=== sim_run_sequencer ===
`src/rtl/sim_run_sequencer.sv`:
```
// Run controller for the processor test harness: loads the program, resets and runs the DUT,
// dumps a data-memory window to the output sink, then raises end_sim.
//
//  state | meaning
//  ------+---------------------------------------------------------------
//  IDLE  | waiting for start; DUT held in reset
//  LOAD  | streaming program words into the instruction memory
//  HOLD  | DUT held in reset for RST_CYC cycles
//  RUN   | DUT running and owns the data-memory port
//  DUMP  | DUT frozen; sequencer reads the dump window into the sink
//  DONE  | end_sim raised; only reset leaves
module sim_run_sequencer #(
    parameter int                DATA_W     = 32,
    parameter int                ADDR_W     = 32,
    parameter int                IMEM_WORDS = 256,
    parameter int                RST_CYC    = 4,
    parameter int                RUN_CYC    = 1000,
    parameter logic [ADDR_W-1:0] DUMP_BASE  = '0,
    parameter int                DUMP_WORDS = 64
) (
    input  logic              CLK,
    input  logic              RST_n,
    input  logic              start,
    output logic              ld_en,
    input  logic              ld_valid,
    input  logic [DATA_W-1:0] ld_data,
    input  logic              ld_eof,
    output logic              imem_cs,
    output logic              imem_wr_n,
    output logic [ADDR_W-1:0] imem_addr,
    output logic [DATA_W-1:0] imem_din,
    output logic              dut_rst_n,
    input  logic              dut_halt,
    input  logic              dut_dm_rd,
    input  logic              dut_dm_wr,
    input  logic [ADDR_W-1:0] dut_dm_addr,
    input  logic [DATA_W-1:0] dut_dm_din,
    output logic              dm_cs,
    output logic              dm_rd,
    output logic              dm_wr_n,
    output logic [ADDR_W-1:0] dm_addr,
    output logic [DATA_W-1:0] dm_din,
    input  logic [DATA_W-1:0] dm_dout,
    output logic              sink_en,
    output logic [DATA_W-1:0] sink_data,
    output logic              end_sim,
    output logic [2:0]        state
);

    typedef enum logic [2:0] {
        S_IDLE = 3'd0,
        S_LOAD = 3'd1,
        S_HOLD = 3'd2,
        S_RUN  = 3'd3,
        S_DUMP = 3'd4,
        S_DONE = 3'd5
    } state_t;

    state_t      state_q, state_d;
    logic [31:0] wcnt_q, wcnt_d;
    // Shared phase counter: hold cycles, run cycles, or dump slot index.
    logic [31:0] cnt_q, cnt_d;

    always_ff @(posedge CLK) begin
        if (!RST_n) begin
            state_q <= S_IDLE;
            wcnt_q  <= '0;
            cnt_q   <= '0;
        end else begin
            state_q <= state_d;
            wcnt_q  <= wcnt_d;
            cnt_q   <= cnt_d;
        end
    end

    always_comb begin
        state_d   = state_q;
        wcnt_d    = wcnt_q;
        cnt_d     = cnt_q;
        ld_en     = 1'b0;
        imem_cs   = 1'b0;
        imem_wr_n = 1'b1;
        imem_addr = '0;
        imem_din  = '0;
        dut_rst_n = 1'b0;
        dm_cs     = 1'b0;
        dm_rd     = 1'b0;
        dm_wr_n   = 1'b1;
        dm_addr   = '0;
        dm_din    = '0;
        sink_en   = 1'b0;
        sink_data = '0;
        end_sim   = 1'b0;

        case (state_q)
            S_IDLE: begin
                if (start) begin
                    state_d = S_LOAD;
                    wcnt_d  = '0;
                    cnt_d   = '0;
                end
            end
            S_LOAD: begin
                ld_en = 1'b1;
                if (ld_valid && (wcnt_q < 32'(IMEM_WORDS))) begin
                    imem_cs   = 1'b1;
                    imem_wr_n = 1'b0;
                    imem_addr = ADDR_W'(wcnt_q) << 2;
                    imem_din  = ld_data;
                    wcnt_d    = wcnt_q + 32'd1;
                end
                if (ld_eof || (wcnt_d >= 32'(IMEM_WORDS))) begin
                    state_d = S_HOLD;
                    cnt_d   = '0;
                end
            end
            S_HOLD: begin
                if (cnt_q == 32'(RST_CYC - 1)) begin
                    state_d = S_RUN;
                    cnt_d   = '0;
                end else begin
                    cnt_d = cnt_q + 32'd1;
                end
            end
            S_RUN: begin
                dut_rst_n = 1'b1;
                dm_cs     = dut_dm_rd | dut_dm_wr;
                dm_rd     = dut_dm_rd;
                dm_wr_n   = ~dut_dm_wr;
                dm_addr   = dut_dm_addr;
                dm_din    = dut_dm_din;
                if (dut_halt || (cnt_q == 32'(RUN_CYC - 1))) begin
                    state_d = S_DUMP;
                    cnt_d   = '0;
                end else begin
                    cnt_d = cnt_q + 32'd1;
                end
            end
            S_DUMP: begin
                // Read slot k is issued in cycle k; its data reaches the sink in cycle k+1.
                if (cnt_q < 32'(DUMP_WORDS)) begin
                    dm_cs   = 1'b1;
                    dm_rd   = 1'b1;
                    dm_addr = DUMP_BASE + (ADDR_W'(cnt_q) << 2);
                end
                if (cnt_q != 32'd0) begin
                    sink_en   = 1'b1;
                    sink_data = dm_dout;
                end
                if (cnt_q == 32'(DUMP_WORDS)) begin
                    state_d = S_DONE;
                    cnt_d   = '0;
                end else begin
                    cnt_d = cnt_q + 32'd1;
                end
            end
            S_DONE: begin
                end_sim = 1'b1;
            end
            default: begin
                state_d = S_IDLE;
            end
        endcase
    end

    assign state = state_q;

endmodule

```
`config.mk`:
```
export PLATFORM = sky130hd
export DESIGN_NAME = sim_run_sequencer
export DESIGN_NICKNAME = d
export VERILOG_FILES = /design/src/rtl/sim_run_sequencer.sv
export SDC_FILE = /design/constraint.sdc
export NUM_CORES = 1
export LEC_CHECK = 0
export CORE_MARGIN = 5
export CORE_UTILIZATION = 36
export CTS_CLUSTER_DIAMETER = 100
export DETAILED_ROUTE_END_ITERATION = 8
export PLACE_DENSITY = 0.89
export SLEW_MARGIN = 20
export SYNTH_ARGS = -nofsm -noshare
export SYNTH_HDL_FRONTEND = slang
export SYNTH_SLANG_ARGS = --single-unit
```
`constraint.sdc`:
```
create_clock -name CLK -period 2.94 [get_ports CLK]
set_input_delay 0.294 -clock CLK [delete_from_list [all_inputs] [get_ports CLK]]
set_output_delay 0.294 -clock CLK [all_outputs]
set_load 0.05 [all_outputs]
```
Figure 1. Pin placement (sim_run_sequencer).
(2 px per um) Pins as bars across the die edge, other pins in gray.
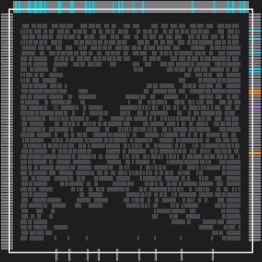
Orange shows `state`, pins 3, direction output, edge east. Purple shows `dm_wr_n`, pins 1, direction output, edge east. Cyan shows `dut_dm_din`, pins 32, direction input, edge 27 north, 5 east.
Die Y: 121 um
die width: 121 um
Port Buf Inserts: 283

-- worst max-delay path by stage --
stage	startpoint	end	slack (ps)	cells past startpoint
finish	wcnt_q[13]	imem_addr[2]	160	7
global route	wcnt_q[13]	imem_addr[2]	-9	7
CTS	wcnt_q[13]	imem_addr[2]	30	7
detailed placement	wcnt_q[13]	imem_wr_n	340	6
global placement	wcnt_q[13]	imem_wr_n	390	6
floorplan	state[0]	sink_data[22]	130	5
==> flow_metrics.py <==
# Auto-generated metrics
metrics = {
    "yosys": {
        "ys_types": 60,
        "ys.flops": 67,
        "ys_sh_aoi": 0.170,
        "flop_cell": "dfxtp_1",
    },
    "pwr": {
        "pg_comb_mw": 2.40,
        "pg_clk_uw": 988,
    },
    "sta": {
        "tightest_slew_ps": 740,
        "grt_setup_unrepaired": "yes",
    },
    "final_layout": {
        "fin_nets": 979,
        "final_cells": 991,
        "logic_gate_count": 453,
        "syn2layout_area_growth_pct": 84.3,
        "sh_seq_area": 0.165,
        "comb_area_frac": 0.337,
        "seq_area_mm2": 0.00134,
    },
    "critical_path": {
        "crit_chain": "or4_1 -> nor2_1 -> nand3_1 -> inv_4 -> ha_1 -> and3_1 -> buf_12",
        "critPathCaptureType": "primary output",
        "critPathTopFamily": "simple AND/OR/NAND/NOR gates",
        "startpoint_type": "register",
        "crit_required_ps": 2650,
        "r2r-start": "state[2]",
    },
    "floorplan": {
        "design.die.area_mm2": 0.0146,
    },
    "flow_run": {
        "stage_log_warnings": 28,
    },
    "drt": {
        "routed_wl_um": 17000,
    },
    "global_routing": {
        "grt-busiest-layer": "met2",
        "first_global_vias": 4910,
    },
    "outcome": {
        "status": "finished, final reports clean",
    },
    "worst_hold_path": {
        "hp-class": "reg -> reg",
    },
}

=== pipeline_hazard_controller ===
**config.mk**
```make
export PLATFORM = sky130hd
export DESIGN_NAME = pipeline_hazard_controller
export DESIGN_NICKNAME = d
export VERILOG_FILES = /design/src/rtl/pipeline_hazard_controller.sv
export SDC_FILE = /design/constraint.sdc
export NUM_CORES = 1
export LEC_CHECK = 0
export ABC_AREA = 1
export CAP_MARGIN = 20
export CORE_UTILIZATION = 50
export DETAILED_ROUTE_END_ITERATION = 10
export PLACE_DENSITY = 0.8
export SLEW_MARGIN = 20
export SYNTH_ARGS = -nofsm -noshare
export SYNTH_HDL_FRONTEND = slang
export SYNTH_SLANG_ARGS = --single-unit
```
**constraint.sdc**
```tcl
create_clock -name clk -period 2.47 [get_ports clk]
set_input_delay 0.741 -clock clk [delete_from_list [all_inputs] [get_ports clk]]
set_output_delay 0.741 -clock clk [all_outputs]
set_load 0.1 [all_outputs]
```
**src/rtl/pipeline_hazard_controller.sv**
```systemverilog
// ============================================================================
// pipeline_hazard_controller : stall/flush sequencer and halt drain for the
// 5-stage in-order core.                                     Rev 1.0
// ============================================================================
`default_nettype none

module pipeline_hazard_controller #(
   parameter int DRAIN_CYCLES = 2,
   parameter int CNT_WIDTH    = 32
) (
   input  logic                 clk,
   input  logic                 rstN,
   input  logic                 if_miss,
   input  logic                 ma_busy,
   input  logic [4:0]           id_rs1_addr,
   input  logic [4:0]           id_rs2_addr,
   input  logic                 id_uses_rs1,
   input  logic                 id_uses_rs2,
   input  logic                 ex_is_load,
   input  logic [4:0]           ex_rd_addr,
   input  logic                 ex_rd_write,
   input  logic                 ex_mispredict,
   input  logic                 ex_is_halt,
   output logic                 stall_if,
   output logic                 stall_id,
   output logic                 stall_ex,
   output logic                 stall_ma,
   output logic                 flush_id,
   output logic                 flush_ex,
   output logic                 flush_ma,
   output logic                 flush_wb,
   output logic                 redirect,
   output logic                 halted,
   output logic [CNT_WIDTH-1:0] stall_cycles
);

   localparam int            DW         = (DRAIN_CYCLES < 2) ? 1 : $clog2(DRAIN_CYCLES + 1);
   localparam logic [DW-1:0] C_DRAIN_LAST = DW'(DRAIN_CYCLES);

   typedef enum logic [1:0] {
      ST_RUN    = 2'd0,
      ST_DRAIN  = 2'd1,
      ST_HALTED = 2'd2
   } state_e;

   state_e                state_q, state_d;
   logic [DW-1:0]         drain_q, drain_d;
   logic [CNT_WIDTH-1:0]  stall_cnt_q, stall_cnt_d;
   logic [DW-1:0]         w_drain_inc;
   logic                  w_lu;

   // x0 is hardwired zero, so a load targeting it never produces a hazard.
   assign w_lu = ex_is_load & ex_rd_write & (ex_rd_addr != 5'd0) &
                 ((id_uses_rs1 & (id_rs1_addr == ex_rd_addr)) |
                  (id_uses_rs2 & (id_rs2_addr == ex_rd_addr)));

   assign w_drain_inc  = drain_q + DW'(1);
   assign stall_cycles = stall_cnt_q;

   always_comb begin
      state_d  = state_q;
      drain_d  = drain_q;
      stall_if = 1'b0;
      stall_id = 1'b0;
      stall_ex = 1'b0;
      stall_ma = 1'b0;
      flush_id = 1'b0;
      flush_ex = 1'b0;
      flush_ma = 1'b0;
      flush_wb = 1'b0;
      redirect = 1'b0;
      halted   = 1'b0;

      case (state_q)
         ST_RUN: begin
            if (ma_busy) begin
               {stall_if, stall_id, stall_ex, stall_ma} = 4'b1111;
               flush_wb = 1'b1;
            end else if (ex_mispredict) begin
               redirect = 1'b1;
               flush_id = 1'b1;
               flush_ex = 1'b1;
            end else if (ex_is_halt) begin
               state_d  = ST_DRAIN;
               drain_d  = '0;
               stall_if = 1'b1;
               flush_id = 1'b1;
               flush_ex = 1'b1;
            end else if (w_lu) begin
               // ID keeps its instruction even if fetch also missed.
               stall_if = 1'b1;
               stall_id = 1'b1;
               flush_ex = 1'b1;
            end else if (if_miss) begin
               stall_if = 1'b1;
               flush_id = 1'b1;
            end
         end

         ST_DRAIN: begin
            if (ma_busy) begin
               {stall_if, stall_id, stall_ex, stall_ma} = 4'b1111;
               flush_wb = 1'b1;
            end else begin
               stall_if = 1'b1;
               flush_id = 1'b1;
               flush_ex = 1'b1;
               drain_d  = w_drain_inc;
               if (w_drain_inc == C_DRAIN_LAST) begin
                  state_d = ST_HALTED;
               end
            end
         end

         ST_HALTED: begin
            {stall_if, stall_id, stall_ex, stall_ma} = 4'b1111;
            halted = 1'b1;
         end

         default: begin
            state_d = ST_RUN;
         end
      endcase

      // Reset forces every pipe register to a bubble regardless of state.
      if (!rstN) begin
         {stall_if, stall_id, stall_ex, stall_ma} = 4'b0000;
         {flush_id, flush_ex, flush_ma, flush_wb} = 4'b1111;
         redirect = 1'b0;
         halted   = 1'b0;
      end
   end

   always_comb begin
      stall_cnt_d = stall_cnt_q;
      if ((state_q == ST_RUN) && stall_if && (stall_cnt_q != {CNT_WIDTH{1'b1}})) begin
         stall_cnt_d = stall_cnt_q + CNT_WIDTH'(1);
      end
   end

   always_ff @(posedge clk) begin
      if (!rstN) begin
         state_q     <= ST_RUN;
         drain_q     <= '0;
         stall_cnt_q <= '0;
      end else begin
         state_q     <= state_d;
         drain_q     <= drain_d;
         stall_cnt_q <= stall_cnt_d;
      end
   end

endmodule

`default_nettype wire

```
Figure 2. Pin placement (pipeline_hazard_controller).
(4 px per um) Pins as bars across the die edge, other pins in gray.
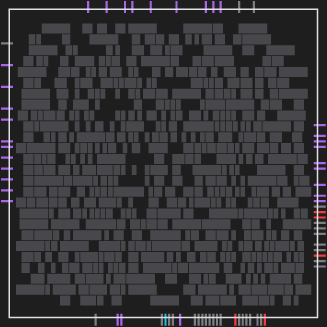
Red shows `id_rs1_addr`, pins 5, direction input, edge 3 east, 2 south. Purple shows `stall_cycles`, pins 32, direction output, edge 11 west, 9 north, 9 east, 3 south. Cyan shows `halted`, pins 1, direction output, edge south.
All pins by edge: 24 south, 20 east, 12 west, 11 north.
Port Buf Inserts: 66
Die Y: 76.7 um
die width: 76.7 um

Figure 3. Clock wires, drivers and flops (pipeline_hazard_controller).
(8 px per um)
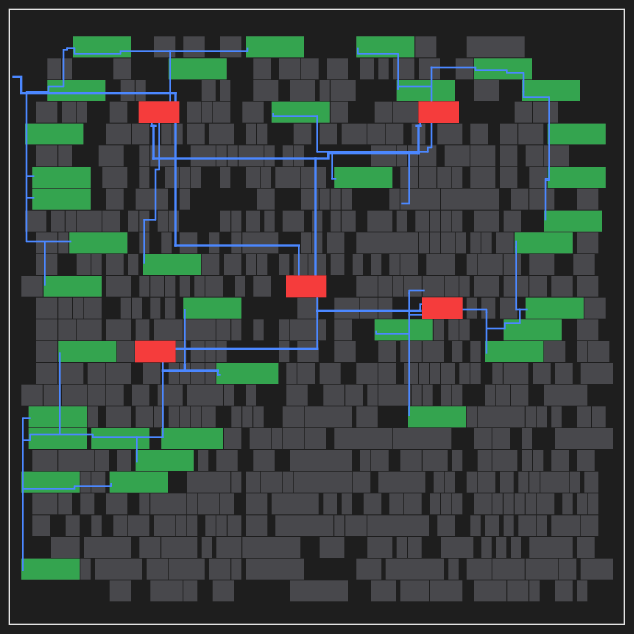
Red shows cells driving clock nets, count 5. Blue shows clock wires, length 507 um. Green shows flip-flops, count 36.
Position of the flops: widely spread.
Worst-Skew Late Latency: 300 ps
clk pwr: 449 uW

Figure 4. Clock nets (pipeline_hazard_controller).
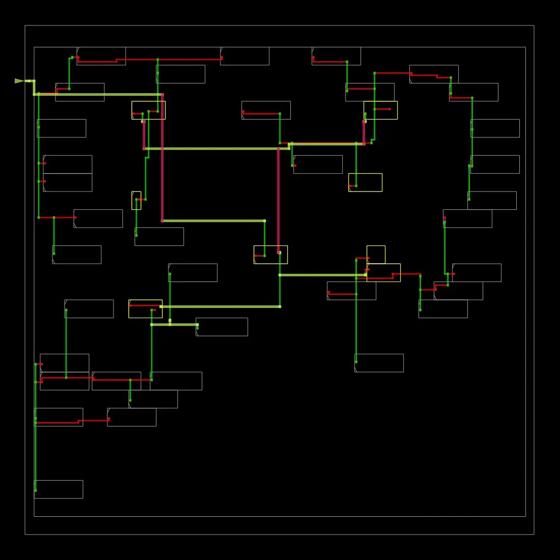
Inserted Clock Buffers: 5
skew final: 11.1 ps
# clk buffers: 7
CTS Sinks: 36
flip-flops: 36

==> flow_metrics.py <==
# Auto-generated metrics
metrics = {
    "sta": {
        "slew_violations": 0,
        "setup-violations-final": 4,
        "layout_setup_ws_ps": -172,
    },
    "floorplan": {
        "nWellTaps": 70,
        "core_mm2": 0.00524,
    },
    "outcome": {
        "violations": "setup timing",
        "status": "finished, violations left",
    },
    "final_layout": {
        "syn2layout_area_growth_pct": 40.5,
        "layout_top_cell": "nand2_1",
        "logic_gate_count": 313,
        "combGateArea_mm2": 0.00189,
    },
    "global_routing": {
        "grt_usage": 0.284,
    },
    "critical_path": {
        "critical_path_class": "in -> out",
        "reg2reg_depth": 10,
        "cp.arrival_ps": 1900,
        "crit_cells": 13,
        "r2r-start": "stall_cycles[0]",
    },
    "pwr": {
        "p_leak_nw": 1.67,
        "intPower_mw": 1.32,
    },
    "yosys": {
        "edf_count": 0,
        "synth_top_cell_by_area": "dfxtp_1",
    },
}
## metrics by stage
stage | hold WS, ps | setup TNS (ps) | instance area [um2]
final | 464 | -563 | 3920
after global placement | 448 | -13840 | 3760
after global routing | 479 | -874 | 3920
after CTS | 464 | -904 | 3860
after floorplan | 433 | -994 | 2950
after detailed placement | 454 | -14790 | 3760
## final timing paths
path                            slack, ps                to
worst max-delay path                 -170          flush_id
worst min-delay path                  460        drain_q[1]
worst max register to register        270  stall_cycles[14]
worst min register to register        460        drain_q[1]


==> screenshots <==
Met2 routing.
Plate I
(3 px per um)
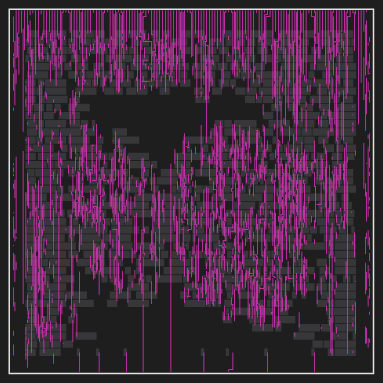
Plate II
(4 px per um)
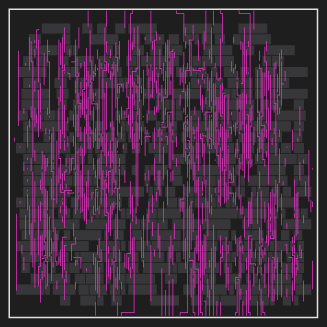
Plate I comes from sim_run_sequencer.
Plate II comes from pipeline_hazard_controller.
- largest die: Plate I

Power and IR drop assume default switching activity.
